==================== prog_frediv
==> prog_frediv/m4.png <==
Scale: 1.5 px per micron. Supply wires on this layer in gray.
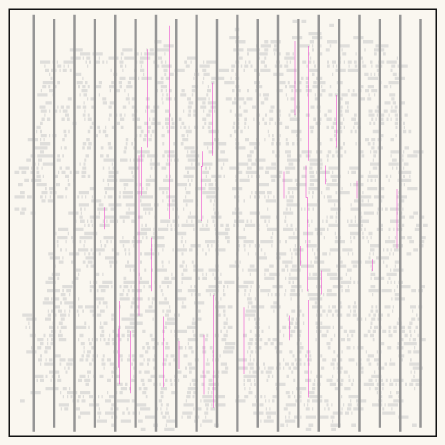

### src/rtl/prog_frediv_pkg.sv
// Shared defaults and helpers for the programmable multi-channel frequency divider.
package prog_frediv_pkg;

  localparam int N_DEF           = 26;
  localparam int DEFAULT_DIV_DEF = 50000000;

  // Width of the channel-select field; a single channel still gets one bit.
  function automatic int chsel_w(input int nch);
    return (nch > 1) ? $clog2(nch) : 1;
  endfunction

endpackage

### src/rtl/frediv_chan.sv
// One divider channel: active/shadow divisor, pending flag, period counter and
// registered clk_out/tick. Divisor changes take effect only on a period boundary.
module frediv_chan
  import prog_frediv_pkg::*;
#(
  parameter int N           = N_DEF,
  parameter int DEFAULT_DIV = DEFAULT_DIV_DEF
) (
  input  logic         clk_i,
  input  logic         rst_n_i,
  input  logic         en_i,
  input  logic         wr_i,
  input  logic [N-1:0] div_i,
  output logic         pending_o,
  output logic         clk_out_o,
  output logic         tick_o
);

  localparam logic [N-1:0] DIV_RST = N'(DEFAULT_DIV);
  localparam logic [N-1:0] ONE     = N'(1);
  localparam logic [N-1:0] TWO     = N'(2);

  logic [N-1:0] act_q, act_d;
  logic [N-1:0] shd_q, shd_d;
  logic [N-1:0] cnt_q, cnt_d;
  logic         pend_q, pend_d;
  logic         clk_q, clk_d;
  logic         tick_q, tick_d;
  logic         running, wrap, apply;

  always_comb begin
    running = en_i && (act_q >= TWO);
    wrap    = running && (cnt_q == act_q - ONE);
    // A running channel only swaps divisors at the wrap so the period never glitches.
    apply   = pend_q && (wrap || !running);

    act_d  = act_q;
    shd_d  = shd_q;
    pend_d = pend_q;

    if (running) begin
      cnt_d  = wrap ? '0 : cnt_q + ONE;
      clk_d  = (cnt_q < (act_q >> 1));
      tick_d = wrap;
    end else begin
      cnt_d  = '0;
      clk_d  = 1'b0;
      tick_d = 1'b0;
    end

    if (apply) begin
      act_d  = shd_q;
      pend_d = 1'b0;
    end

    // A write on the apply edge lands in the shadow and stays pending for the next one.
    if (wr_i) begin
      shd_d  = div_i;
      pend_d = 1'b1;
    end
  end

  always_ff @(posedge clk_i) begin
    if (!rst_n_i) begin
      act_q  <= DIV_RST;
      shd_q  <= DIV_RST;
      cnt_q  <= '0;
      pend_q <= 1'b0;
      clk_q  <= 1'b0;
      tick_q <= 1'b0;
    end else begin
      act_q  <= act_d;
      shd_q  <= shd_d;
      cnt_q  <= cnt_d;
      pend_q <= pend_d;
      clk_q  <= clk_d;
      tick_q <= tick_d;
    end
  end

  assign pending_o = pend_q;
  assign clk_out_o = clk_q;
  assign tick_o    = tick_q;

endmodule

### src/rtl/prog_frediv.sv
// Programmable NCH-channel frequency divider; the top only decodes divisor writes
// into per-channel strobes.
module prog_frediv
  import prog_frediv_pkg::*;
#(
  parameter  int NCH         = 4,
  parameter  int N           = N_DEF,
  parameter  int DEFAULT_DIV = DEFAULT_DIV_DEF,
  localparam int CW          = chsel_w(NCH)
) (
  input  logic           CLK_50M,
  input  logic           nCR,
  input  logic [NCH-1:0] en,
  input  logic           cfg_wr,
  input  logic [CW-1:0]  cfg_ch,
  input  logic [N-1:0]   cfg_div,
  output logic [NCH-1:0] pending,
  output logic [NCH-1:0] clk_out,
  output logic [NCH-1:0] tick
);

  // Out-of-range channel numbers match no instance and are dropped.
  for (genvar i = 0; i < NCH; i++) begin : g_ch
    logic wr;
    assign wr = cfg_wr && (cfg_ch == CW'(i));

    frediv_chan #(
      .N           (N),
      .DEFAULT_DIV (DEFAULT_DIV)
    ) u_chan (
      .clk_i     (CLK_50M),
      .rst_n_i   (nCR),
      .en_i      (en[i]),
      .wr_i      (wr),
      .div_i     (cfg_div),
      .pending_o (pending[i]),
      .clk_out_o (clk_out[i]),
      .tick_o    (tick[i])
    );
  end

endmodule

### config.mk
export PLATFORM = sky130hd
export DESIGN_NAME = prog_frediv
export DESIGN_NICKNAME = d
export VERILOG_FILES = /design/src/rtl/prog_frediv_pkg.sv /design/src/rtl/frediv_chan.sv /design/src/rtl/prog_frediv.sv
export SDC_FILE = /design/constraint.sdc
export NUM_CORES = 1
export LEC_CHECK = 0
export CELL_PAD_IN_SITES_DETAIL_PLACEMENT = 1
export CELL_PAD_IN_SITES_GLOBAL_PLACEMENT = 1
export CORE_MARGIN = 2
export CORE_UTILIZATION = 25
export DETAILED_ROUTE_END_ITERATION = 6
export PLACE_DENSITY_LB_ADDON = 0.1
export SLEW_MARGIN = 20
export SYNTH_ARGS = -nofsm -noshare
export SYNTH_HDL_FRONTEND = slang
export SYNTH_SLANG_ARGS = --single-unit
### constraint.sdc
create_clock -name CLK_50M -period 10.37 [get_ports CLK_50M]
set_clock_uncertainty 0.15 [all_clocks]
set_input_delay 1.037 -clock CLK_50M [delete_from_list [all_inputs] [get_ports CLK_50M]]
set_output_delay 1.037 -clock CLK_50M [all_outputs]
set_load 0.05 [all_outputs]
==================== alu_arbiter
$ cat src/rtl/alu_arbiter.sv
// alu_arbiter: round-robin arbiter that shares one 32-bit alu between two
// valid/ready requesters. One operation in flight; result is held until the
// owning requester accepts it.

// alu: 32-bit combinational ALU.
// f[2] inverts b and supplies the carry-in; f[1:0] selects and/or/sum/slt.
module alu (
    input  logic [31:0] a,
    input  logic [31:0] b,
    input  logic [2:0]  f,
    output logic [31:0] y,
    output logic        zero
);
    logic [31:0] bb;
    logic [31:0] s;

    // Operand conditioning and function select
    always_comb begin
        // NOTE: every always_comb output gets a default first so no path can infer a latch.
        bb = f[2] ? ~b : b;
        s  = a + bb + {31'd0, f[2]};
        y  = '0;
        case (f[1:0])
            2'b00:   y = a & bb;
            2'b01:   y = a | bb;
            2'b10:   y = s;
            default: y = {31'd0, s[31]};
        endcase
    end

    assign zero = (y == 32'd0);
endmodule

module alu_arbiter (
    input  logic        clk,
    input  logic        reset,
    input  logic        req0_valid,
    output logic        req0_ready,
    input  logic [2:0]  req0_f,
    input  logic [31:0] req0_a,
    input  logic [31:0] req0_b,
    input  logic        req1_valid,
    output logic        req1_ready,
    input  logic [2:0]  req1_f,
    input  logic [31:0] req1_a,
    input  logic [31:0] req1_b,
    output logic        rsp0_valid,
    input  logic        rsp0_ready,
    output logic        rsp1_valid,
    input  logic        rsp1_ready,
    output logic [31:0] rsp_y,
    output logic        rsp_zero
);
    typedef enum logic [1:0] {IDLE, EXEC, RESP} state_t;

    state_t      state, state_nx;
    logic        prio;          // requester that wins a tie
    logic        own;           // requester whose operation is in flight
    logic [2:0]  f_r;
    logic [31:0] a_r, b_r;
    logic [31:0] y_r;
    logic        z_r;
    logic [31:0] alu_y;
    logic        alu_zero;
    logic        take0, take1;

    // The ALU only ever sees registered operands.
    alu u_alu (
        .a    (a_r),
        .b    (b_r),
        .f    (f_r),
        .y    (alu_y),
        .zero (alu_zero)
    );

    // Grant: only in IDLE; the prioritised requester blocks the other on a tie.
    assign req0_ready = (state == IDLE) && !reset && !(req1_valid && prio);
    assign req1_ready = (state == IDLE) && !reset && !(req0_valid && !prio);
    assign take0      = req0_valid && req0_ready;
    assign take1      = req1_valid && req1_ready;

    assign rsp_y    = y_r;
    assign rsp_zero = z_r;

    // State register
    always_ff @(posedge clk or posedge reset) begin
        // NOTE: sequential state uses non-blocking assignment so every flop samples pre-edge values.
        if (reset) state <= IDLE;
        else       state <= state_nx;
    end

    // Next-state and response-valid decode
    always_comb begin
        state_nx   = state;
        rsp0_valid = 1'b0;
        rsp1_valid = 1'b0;
        case (state)
            IDLE: if (take0 || take1) state_nx = EXEC;
            EXEC: state_nx = RESP;
            RESP: begin
                rsp0_valid = !own;
                rsp1_valid = own;
                if (own ? rsp1_ready : rsp0_ready) state_nx = IDLE;
            end
            default: state_nx = IDLE;
        endcase
    end

    // Operand capture on grant, result capture after one execute cycle
    always_ff @(posedge clk or posedge reset) begin
        if (reset) begin
            prio <= 1'b0;
            own  <= 1'b0;
            f_r  <= '0;
            a_r  <= '0;
            b_r  <= '0;
            y_r  <= '0;
            z_r  <= 1'b0;
        end else begin
            if (take0) begin
                f_r  <= req0_f;
                a_r  <= req0_a;
                b_r  <= req0_b;
                own  <= 1'b0;
                prio <= 1'b1;
            end else if (take1) begin
                f_r  <= req1_f;
                a_r  <= req1_a;
                b_r  <= req1_b;
                own  <= 1'b1;
                prio <= 1'b0;
            end
            if (state == EXEC) begin
                y_r <= alu_y;
                z_r <= alu_zero;
            end
        end
    end
endmodule

$ cat config.mk
export PLATFORM = sky130hd
export DESIGN_NAME = alu_arbiter
export DESIGN_NICKNAME = d
export VERILOG_FILES = /design/src/rtl/alu_arbiter.sv
export SDC_FILE = /design/constraint.sdc
export NUM_CORES = 1
export LEC_CHECK = 0
export ABC_AREA = 1
export CAP_MARGIN = 5
export CORE_MARGIN = 2
export CORE_UTILIZATION = 45
export CTS_CLUSTER_SIZE = 14
export DETAILED_ROUTE_END_ITERATION = 16
export HOLD_SLACK_MARGIN = 0.1
export PLACE_DENSITY = 0.71
export SYNTH_ARGS = -nofsm -noshare
export SYNTH_HDL_FRONTEND = slang
export SYNTH_HIERARCHICAL = 1
export SYNTH_SLANG_ARGS = --single-unit
$ cat constraint.sdc
create_clock -name clk -period 12.1 [get_ports clk]
set_input_delay 2.42 -clock clk [delete_from_list [all_inputs] [get_ports clk]]
set_output_delay 2.42 -clock clk [all_outputs]
set_load 0.05 [all_outputs]
==================== mem_stage_flat
`config.mk`:
```
export PLATFORM = sky130hd
export DESIGN_NAME = mem_stage_flat
export DESIGN_NICKNAME = d
export VERILOG_FILES = /design/src/rtl/mem_stage_if.sv /design/src/rtl/mem_stage.sv /design/src/flat_wrapper.sv
export SDC_FILE = /design/constraint.sdc
export NUM_CORES = 1
export LEC_CHECK = 0
export ABC_AREA = 1
export CAP_MARGIN = 0
export CORE_ASPECT_RATIO = 1.1
export CORE_MARGIN = 2
export CORE_UTILIZATION = 23
export DETAILED_ROUTE_END_ITERATION = 10
export DONT_BUFFER_PORTS = 1
export GPL_TIMING_DRIVEN = 0
export SLEW_MARGIN = 20
export SYNTH_ARGS = -nofsm -noshare
export SYNTH_HDL_FRONTEND = slang
export SYNTH_SLANG_ARGS = --single-unit
```
`constraint.sdc`:
```
create_clock -name clk -period 1.7 [get_ports clk]
set_input_delay 0.17 -clock clk [delete_from_list [all_inputs] [get_ports clk]]
set_output_delay 0.17 -clock clk [all_outputs]
set_load 0.05 [all_outputs]
```
`src/rtl/mem_stage_if.sv`:
```
// Memory bus between the MEM pipeline stage (master) and the bus arbiter/memory (slave).
// Every strobe is active-low. bus_rw is 1 for a read and 0 for a write.
interface mem_stage_if;
    logic        bus_req_;
    logic        bus_grnt_;
    logic        bus_as_;
    logic        bus_rw;
    logic [29:0] bus_addr;
    logic [31:0] bus_wr_data;
    logic [31:0] bus_rd_data;
    logic        bus_rdy_;

    modport master (
        output bus_req_, bus_as_, bus_rw, bus_addr, bus_wr_data,
        input  bus_grnt_, bus_rd_data, bus_rdy_
    );

    modport slave (
        input  bus_req_, bus_as_, bus_rw, bus_addr, bus_wr_data,
        output bus_grnt_, bus_rd_data, bus_rdy_
    );
endinterface

```
`src/rtl/mem_stage.sv`:
```
// MEM pipeline stage: issues word loads/stores on the shared bus and holds the MEM/WB register.
// busy stalls the pipeline while an access is outstanding, and fwd_data is the stage result.
module mem_stage (
    input  logic        clk,
    input  logic        reset,
    input  logic        stall,
    input  logic        flush,
    output logic        busy,
    output logic [31:0] fwd_data,
    input  logic [29:0] ex_pc,
    input  logic        ex_en,
    input  logic        ex_br_flag,
    input  logic [1:0]  ex_mem_op,
    input  logic [31:0] ex_mem_wr_data,
    input  logic [1:0]  ex_ctrl_op,
    input  logic [4:0]  ex_dst_addr,
    input  logic        ex_gpr_we_,
    input  logic [2:0]  ex_exp_code,
    input  logic [31:0] ex_out,
    mem_stage_if.master bus,
    output logic [29:0] mem_pc,
    output logic        mem_en,
    output logic        mem_br_flag,
    output logic [1:0]  mem_ctrl_op,
    output logic [4:0]  mem_dst_addr,
    output logic        mem_gpr_we_,
    output logic [2:0]  mem_exp_code,
    output logic [31:0] mem_out
);
    localparam logic [1:0] MEM_OP_LDW     = 2'b01;
    localparam logic [1:0] MEM_OP_STW     = 2'b10;
    localparam logic [1:0] CTRL_OP_NOP    = 2'b00;
    localparam logic [2:0] EXP_NO         = 3'd0;
    localparam logic [2:0] EXP_MISS_ALIGN = 3'd4;

    typedef enum logic [1:0] {
        ST_IDLE   = 2'd0,
        ST_REQ    = 2'd1,
        ST_ACCESS = 2'd2,
        ST_WAIT   = 2'd3
    } state_e;

    typedef struct packed {
        logic [29:0] pc;
        logic        en;
        logic        br_flag;
        logic [1:0]  ctrl_op;
        logic [4:0]  dst_addr;
        logic        gpr_we_;
        logic [2:0]  exp_code;
        logic [31:0] out;
    } mem_reg_t;

    function automatic mem_reg_t mem_reg_empty();
        mem_reg_t r;
        r          = mem_reg_t'(75'd0);
        r.ctrl_op  = CTRL_OP_NOP;
        r.gpr_we_  = 1'b1;
        r.exp_code = EXP_NO;
        return r;
    endfunction

    state_e      state_q, state_d;
    logic [31:0] rd_buf_q, rd_buf_d;
    mem_reg_t    mem_q, mem_d;

    logic        is_mem_op_s, miss_align_s;
    logic [31:0] result_s;
    logic        busy_s, bus_req_s, bus_as_s, bus_rw_s;
    logic [29:0] bus_addr_s;
    logic [31:0] bus_wr_data_s;

    assign is_mem_op_s  = ex_en & ((ex_mem_op == MEM_OP_LDW) | (ex_mem_op == MEM_OP_STW));
    assign miss_align_s = is_mem_op_s & (ex_out[1:0] != 2'b00);

    // Bus FSM: next state, bus strobes, busy and the stage result; reset/flush park the bus.
    always_comb begin
        state_d       = state_q;
        rd_buf_d      = rd_buf_q;
        result_s      = ex_out;
        busy_s        = 1'b0;
        bus_req_s     = 1'b1;
        bus_as_s      = 1'b1;
        bus_rw_s      = 1'b1;
        bus_addr_s    = 30'd0;
        bus_wr_data_s = 32'd0;
        if (!reset || flush) begin
            state_d = ST_IDLE;
        end else begin
            case (state_q)
                ST_IDLE: begin
                    if (is_mem_op_s && !miss_align_s) begin
                        bus_req_s = 1'b0;
                        busy_s    = 1'b1;
                        state_d   = ST_REQ;
                    end else begin
                        state_d = ST_IDLE;
                    end
                end
                ST_REQ: begin
                    bus_req_s = 1'b0;
                    busy_s    = 1'b1;
                    if (!bus.bus_grnt_) begin
                        bus_as_s      = 1'b0;
                        bus_addr_s    = ex_out[31:2];
                        bus_rw_s      = (ex_mem_op == MEM_OP_LDW);
                        bus_wr_data_s = ex_mem_wr_data;
                        state_d       = ST_ACCESS;
                    end else begin
                        state_d = ST_REQ;
                    end
                end
                ST_ACCESS: begin
                    if (!bus.bus_rdy_) begin
                        rd_buf_d = bus.bus_rd_data;
                        result_s = (ex_mem_op == MEM_OP_LDW) ? bus.bus_rd_data : ex_out;
                        state_d  = stall ? ST_WAIT : ST_IDLE;
                    end else begin
                        bus_req_s = 1'b0;
                        busy_s    = 1'b1;
                    end
                end
                ST_WAIT: begin
                    // Pipeline is frozen by stall; keep forwarding the captured load data.
                    result_s = (ex_mem_op == MEM_OP_LDW) ? rd_buf_q : ex_out;
                    state_d  = stall ? ST_WAIT : ST_IDLE;
                end
                default: begin
                    state_d = ST_IDLE;
                end
            endcase
        end
    end

    // MEM/WB register next value: flush beats stall (external or bus busy) beats load.
    always_comb begin
        mem_d = mem_q;
        if (flush) begin
            mem_d = mem_reg_empty();
        end else if (stall || busy_s) begin
            mem_d = mem_q;
        end else begin
            mem_d.pc       = ex_pc;
            mem_d.en       = ex_en;
            mem_d.br_flag  = ex_br_flag;
            mem_d.dst_addr = ex_dst_addr;
            mem_d.out      = result_s;
            if (miss_align_s) begin
                mem_d.ctrl_op  = CTRL_OP_NOP;
                mem_d.gpr_we_  = 1'b1;
                mem_d.exp_code = EXP_MISS_ALIGN;
            end else begin
                mem_d.ctrl_op  = ex_ctrl_op;
                mem_d.gpr_we_  = ex_gpr_we_;
                mem_d.exp_code = ex_exp_code;
            end
        end
    end

    // State, read buffer and MEM/WB register flops.
    always_ff @(posedge clk or negedge reset) begin
        if (!reset) begin
            state_q  <= ST_IDLE;
            rd_buf_q <= 32'd0;
            mem_q    <= mem_reg_empty();
        end else begin
            state_q  <= state_d;
            rd_buf_q <= rd_buf_d;
            mem_q    <= mem_d;
        end
    end

    assign busy            = busy_s;
    assign fwd_data        = result_s;
    assign bus.bus_req_    = bus_req_s;
    assign bus.bus_as_     = bus_as_s;
    assign bus.bus_rw      = bus_rw_s;
    assign bus.bus_addr    = bus_addr_s;
    assign bus.bus_wr_data = bus_wr_data_s;

    assign mem_pc       = mem_q.pc;
    assign mem_en       = mem_q.en;
    assign mem_br_flag  = mem_q.br_flag;
    assign mem_ctrl_op  = mem_q.ctrl_op;
    assign mem_dst_addr = mem_q.dst_addr;
    assign mem_gpr_we_  = mem_q.gpr_we_;
    assign mem_exp_code = mem_q.exp_code;
    assign mem_out      = mem_q.out;
endmodule

```
`src/flat_wrapper.sv`:
```
// flat-port wrapper written by rule: the top's interface ports become plain ports
module mem_stage_flat 
  (clk, reset, stall, flush, busy, fwd_data, ex_pc, ex_en, ex_br_flag, ex_mem_op, ex_mem_wr_data, ex_ctrl_op, ex_dst_addr, ex_gpr_we_, ex_exp_code, ex_out, mem_pc, mem_en, mem_br_flag, mem_ctrl_op, mem_dst_addr, mem_gpr_we_, mem_exp_code, mem_out, bus_bus_req_, bus_bus_as_, bus_bus_rw, bus_bus_addr, bus_bus_wr_data, bus_bus_grnt_, bus_bus_rd_data, bus_bus_rdy_);
  mem_stage_if bus_i ();
  input  logic clk;
  input  logic reset;
  input  logic stall;
  input  logic flush;
  output logic busy;
  output logic [31:0] fwd_data;
  input  logic [29:0] ex_pc;
  input  logic ex_en;
  input  logic ex_br_flag;
  input  logic [1:0] ex_mem_op;
  input  logic [31:0] ex_mem_wr_data;
  input  logic [1:0] ex_ctrl_op;
  input  logic [4:0] ex_dst_addr;
  input  logic ex_gpr_we_;
  input  logic [2:0] ex_exp_code;
  input  logic [31:0] ex_out;
  output logic [29:0] mem_pc;
  output logic mem_en;
  output logic mem_br_flag;
  output logic [1:0] mem_ctrl_op;
  output logic [4:0] mem_dst_addr;
  output logic mem_gpr_we_;
  output logic [2:0] mem_exp_code;
  output logic [31:0] mem_out;
  output wire logic [$bits(bus_i.bus_req_)-1:0] bus_bus_req_;
  output wire logic [$bits(bus_i.bus_as_)-1:0] bus_bus_as_;
  output wire logic [$bits(bus_i.bus_rw)-1:0] bus_bus_rw;
  output wire logic [$bits(bus_i.bus_addr)-1:0] bus_bus_addr;
  output wire logic [$bits(bus_i.bus_wr_data)-1:0] bus_bus_wr_data;
  input wire logic [$bits(bus_i.bus_grnt_)-1:0] bus_bus_grnt_;
  input wire logic [$bits(bus_i.bus_rd_data)-1:0] bus_bus_rd_data;
  input wire logic [$bits(bus_i.bus_rdy_)-1:0] bus_bus_rdy_;
  assign bus_bus_req_ = bus_i.bus_req_;
  assign bus_bus_as_ = bus_i.bus_as_;
  assign bus_bus_rw = bus_i.bus_rw;
  assign bus_bus_addr = bus_i.bus_addr;
  assign bus_bus_wr_data = bus_i.bus_wr_data;
  assign bus_i.bus_grnt_ = bus_bus_grnt_;
  assign bus_i.bus_rd_data = bus_bus_rd_data;
  assign bus_i.bus_rdy_ = bus_bus_rdy_;
  mem_stage u_core (.clk(clk), .reset(reset), .stall(stall), .flush(flush), .busy(busy), .fwd_data(fwd_data), .ex_pc(ex_pc), .ex_en(ex_en), .ex_br_flag(ex_br_flag), .ex_mem_op(ex_mem_op), .ex_mem_wr_data(ex_mem_wr_data), .ex_ctrl_op(ex_ctrl_op), .ex_dst_addr(ex_dst_addr), .ex_gpr_we_(ex_gpr_we_), .ex_exp_code(ex_exp_code), .ex_out(ex_out), .bus(bus_i), .mem_pc(mem_pc), .mem_en(mem_en), .mem_br_flag(mem_br_flag), .mem_ctrl_op(mem_ctrl_op), .mem_dst_addr(mem_dst_addr), .mem_gpr_we_(mem_gpr_we_), .mem_exp_code(mem_exp_code), .mem_out(mem_out));
endmodule
```
==> alu_arbiter/clock_nets.png <==
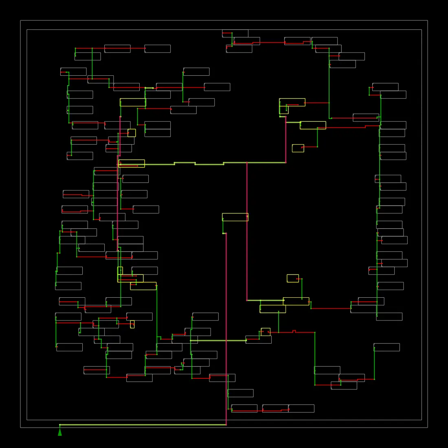
Worst Skew: 0.01672 ns
Latency at later pin: 0.36 ns

==> alu_arbiter/m4.png <==
Scale: 2 px per micron. Supply wires on this layer in gray.
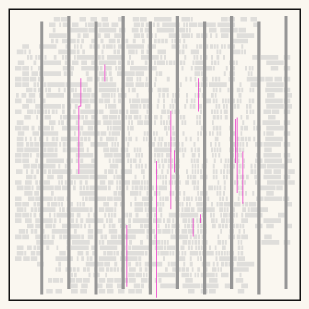
- nets with wire on the layer: 10
- share of all routed wire: 1.3%

==> CHANGELOG.md, alu_arbiter <==
### Physical design

* CP arrival at 4.53 ns
* Clk slew on worst S/H paths at roughly 0.060 ns
* Synth Area in XOR/XNOR at 0.03145
* PortBufs at between 150 and 200
* Post-CTS sizing at 0
* Compound Share, Synth at 0.04002
* Worst setup margin at 5.154 ns
* Cell taking the most area after synthesis: dfrtp_1
* Number of warnings in the stage logs at between 50 and 60
* Post-synth cell types at 39
* GPL Wtd Cong at ~0.94
* Flop share of the area at 0.2356
* Setup Fix Bufs, Post-CTS at 0
* Logic area at about 5000 sq um
* Met3 WL at around 1800 microns
* Remaining antenna violation count at 0
* Die W at between 100 and 150 microns
* Simple-Gate Area Share at 0.3634
* Utilization after layout at 0.5676
* Layout cells sized above 1 at 0.07012
* Final HPWL DP at a little over 20000 microns
* Area post-placement at roughly 11000 sq um
* Nets at 1669
* Initial antenna violation count at 0
* Drt total wl at approximately 26000 microns
* Worst-Margin Slew at between 1 and 1.5 ns
* Achievable Freq at 144.0 MHz
* Top-area cell share at 0.2921
* HP Class: reg -> reg
* CTS tree: yes
* Syn_nets at about 1500
* Clock Tree Root: clkbuf_16
* Status: complete, no violations
* Slew Viols, Final at 0
==> alu_arbiter: per-stage QoR <==
| stage | std cells |
|---|---|
| 2_1_floorplan | 1321 |
| 3_3_place_gp | 1718 |
| 3_5_place_dp | 1718 |
| 4_1_cts | 1734 |
| 5_1_grt | 1734 |
| 6_report | 1734 |
==> alu_arbiter: path summary, 6_finish.rpt <==
check	slack, ns	from	end
max reg2reg	8.55	f_r[2]$_DFFE_PP0P_	rsp_zero$_DFFE_PP0N_
max in group asynchronous	8.40	reset	b_r[9]$_DFFE_PP0P_
max	5.15	reset	req1_ready
min reg2reg	0.50	rsp_y[24]$_DFFE_PP0N_	rsp_y[24]$_DFFE_PP0N_
min in group asynchronous	2.54	reset	b_r[5]$_DFFE_PP0P_
min	0.50	rsp_y[24]$_DFFE_PP0N_	rsp_y[24]$_DFFE_PP0N_
==> alu_arbiter: state kept, by name (all words and copies together), names as in the netlist <==
register	flops
own	1
prio	1
f_r	3
b_r	32
rsp_y	32
a_r	32
state	2
rsp_zero	1
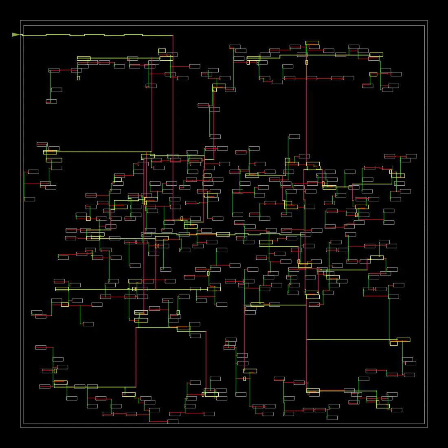
(prog_frediv/clock_nets.png)
CTS buffer count: 42
Latency at later pin: 0.58 ns
clk sink count: 324

Notes on prog_frediv/m4.png above:
- nets with wire on the layer: 15
- share of all routed wire: 1.9%
- main direction: vertical
via count: 17190
drt total wl: 67420 microns

==> CHANGELOG.md, prog_frediv <==
### Physical design

* Status: complete, no violations
* Die W at ~280 microns
* Cell Count, Final, Fillers Out at about 3500
* Worst path top cell family by delay: simple AND/OR/NAND/NOR gates
* Signal buffers at 61
* Chip area at a little over 80000 sq um
* Via density per instance at between 4 and 5
* Final Hold Fails at 0
* Final setup viols at 0
* Top flop regs: g_ch.u_chan.act_q x104, g_ch.u_chan.cnt_q x104, g_ch.u_chan.shd_q x104
* Flop share of the area at 0.2925
* Number of warnings in the stage logs at 30
* Dominant Register Cell: dfxtp_1
* PortBufs at between 40 and 50
* Mean Syn Cell Area at 7.989 sq um
* Synth Area in XOR/XNOR at 0.09856
* Io pins at ~47
* MUX area fraction at 0.04762
* Tapcell count at ~1000
* Main area contributors: dfxtp_1 (33%), ha_1 (6.9%), nand2_1 (6.8%)
* Non-clk invs at 129
* Residual DRC at 0
* CP dominant cell by count: a2111oi_0
* Antenna cells at 2
* Worst setup margin at around 6 ns
* Crit path time final at between 4 and 5 ns
* Clk_buf instances at about 64
* FP Rows at about 100
* R2R depth at 11
* Asr flop ratio synth at 0
* Area post-placement at approximately 21000 sq um
* FF-to-FF End: g_ch[3].u_chan.pending_o$_SDFFE_PN0P_
* Pin count of the biggest net entering global routing at 90
* Met1 wire length at roughly 34000 microns
* CP max stage delay at ~0.67 ns
* Reg-to-reg startpoint: g_ch[3].u_chan.act_q[0]$_SDFFE_PN0P_
==> prog_frediv: layout by cell type (no fill, tap or decap), drive strengths merged, types with 11 or more instances in the layout <==
master	synthesis	layout
a21o	44	44
nor4	38	38
or3	28	28
clkdlybuf4s50	0	45
or2	13	13
a311oi	13	13
mux2i	93	93
o211a	13	13
a211o	15	15
or4	26	26
o21ai	30	30
nor2b	12	12
o31ai	11	11
clkbuf	113	64
nand2	353	353
xnor2	129	129
nor2	247	247
nand3	162	162
dfxtp	324	324
a311o	15	15
ha	108	108
buf	35	16
nand4	53	53
o22ai	11	11
o211ai	13	13
nor3	59	59
xor2	91	91
and3	28	28
and4	13	13
inv	129	130
a31oi	15	15
a21oi	97	97
==> prog_frediv: worst register-to-register path, cell delays in order (launching register included) <==
cell and delay [ns]:
dfxtp_1 0.36, inv_1 0.10, ha_1 0.21, or4b_2 0.67, nor3_1 0.42, a2111oi_0 0.23
a2111oi_0 0.42, nand4_1 0.23, nor4_4 0.17, buf_4 0.48, or2_2 0.60, o22ai_1 0.14
==> mem_stage_flat/m3.png <==
Scale: 3 px per micron.
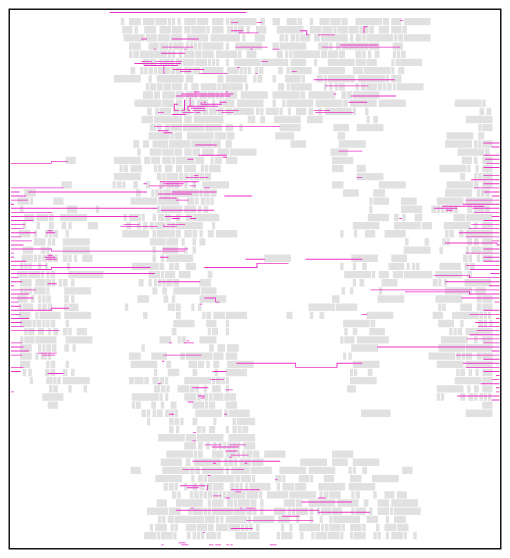
- main direction: horizontal
- longest straight run: 48.5 microns
- share of all routed wire: 7.1%
- wire length on this layer: 2120 microns
- nets with wire on the layer: 207
via count: 7203
grt met3 use: 0.03701

==> CHANGELOG.md, mem_stage_flat <==
### Physical design

* Filler cells at around 2700
* Remaining antenna violation count at 0
* Met3 WL at between 2000 and 2500 microns
* Final Hold Fails at around 110
* Element type at the critical path start: flip-flop
* Compound Share, Synth at 0.05627
* Critical path class: reg -> out
* Die W at roughly 160 microns
* Worst setup margin at -0.3631 ns
* CP Capture Type: primary output
* Worst hold slack at -0.5165 ns
* CP max stage cell: dfrtp_1
* Synth Area in Adders at 0.001947
* Latency at later pin at roughly 0.37 ns
* Failing checks: hold timing, setup timing
* Area Growth Syn to Fin at 65.91%
* Most used logic cell in the final layout: nand2_1
* Die H at 179.3 microns
* Final HPWL DP at between 15000 and 20000 microns
* Post-synth cell types at 28
* Antenna cells at 0
* Nets at roughly 1300
* Cell Count, Final, Fillers Out at approximately 1500
* Final setup viols at 180
* Status: complete, but fails checks
-- mem_stage_flat: cell usage after synthesis --
cell / count
nand2_1: 390
nand3_1: 129
dfrtp_1: 108
inv_1: 104
nor2_1: 69
o21ai_0: 59
buf_2: 30
clkbuf_1: 11
buf_6: 9
buf_4: 8
o21ai_1: 8
nand4_1: 6
buf_1: 4
inv_2: 4
nand2_2: 3
nand2_4: 3
a21oi_1: 2
nand3_4: 2
a21oi_4: 1
dfstp_2: 1
ha_1: 1
inv_4: 1
inv_6: 1
nand4_2: 1
nor2_2: 1
nor2_4: 1
nor3_1: 1
or2_2: 1
-- mem_stage_flat: flip-flops by register name, indices dropped and copies added, names as in the netlist --
name                 count
u_core.mem_br_flag       1
u_core.mem_dst_addr      5
u_core.state_q           2
u_core.mem_exp_code      3
u_core.mem_gpr_we_       1
u_core.rd_buf_q         32
u_core.mem_pc           30
u_core.mem_ctrl_op       2
u_core.mem_en            1
u_core.mem_out          32
-- mem_stage_flat: metrics by stage --
step,util
5_1_grt,0.3859
3_5_place_dp,0.2511
3_3_place_gp,0.2511
4_1_cts,0.3503
2_1_floorplan,-
6_report,0.3859

==> layout pictures side by side <==
A small window of the routed layout.
shot_01.png
Window x 84 to 134, y 84 to 134 microns. Cells in gray, sequential cells in the stronger gray; small squares are vias.
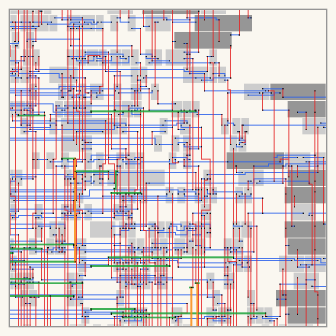
shot_02.png
Window x 98 to 148, y 109 to 159 microns. Cells in gray, sequential cells in the stronger gray; small squares are vias.
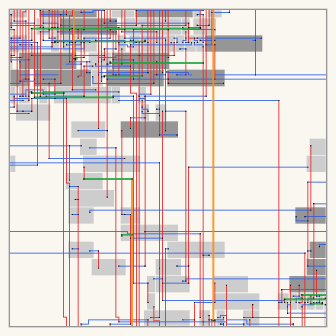
shot_03.png
Window x 188 to 238, y 188 to 238 microns. Cells in gray, sequential cells in the stronger gray; small squares are vias.
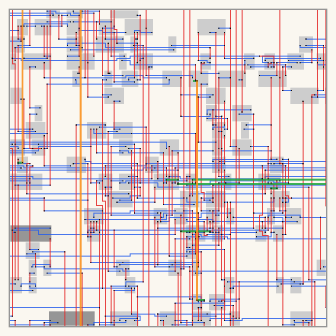
shot_03.png is prog_frediv.
shot_01.png is alu_arbiter.
shot_02.png is mem_stage_flat.

Key to shot_02.png:
- red: M2
- green: M3
- orange: M4
- blue: M1
- sequential cells in the window: 10
- netlist names of flops here include: u_core.mem_dst_addr (4), u_core.mem_pc (4)
- cells with their middle in the window: 63
- most frequent: nand2_1 (16), dfrtp_1 (10), nand3_1 (9)



==> notes/layouts.md <==
Pictures saved along the way, in no particular order.

I/O pins on the die edge.
Plate I
Scale: 2 px per micron. Pins as bars across the die edge, other pins in gray.
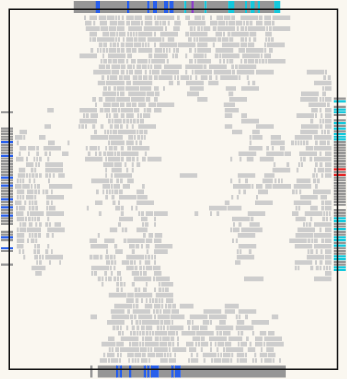
Plate II
Scale: 2 px per micron. Pins as bars across the die edge, other pins in gray.
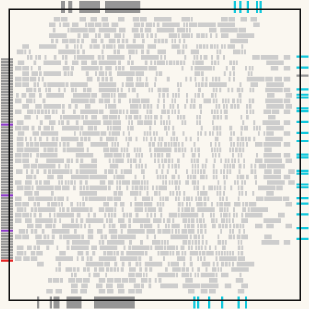
Plate III
Scale: 1.5 px per micron. Pins as bars across the die edge, other pins in gray.
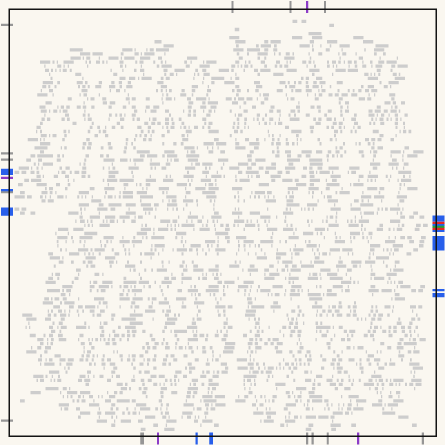
Plate III is prog_frediv.
Plate I is mem_stage_flat.
Plate II is alu_arbiter.

Key to Plate III:
- red: cfg_ch (pins 2; direction input; edge right)
- blue: cfg_div (pins 26; direction input; edge 15 right, 8 left, 3 bottom)
- green: cfg_wr (pins 1; direction input; edge right)
- purple: tick (pins 4; direction output; edge 2 bottom, 1 top, 1 left)
- all pins by edge: 18 right, 14 left, 11 bottom, 4 top

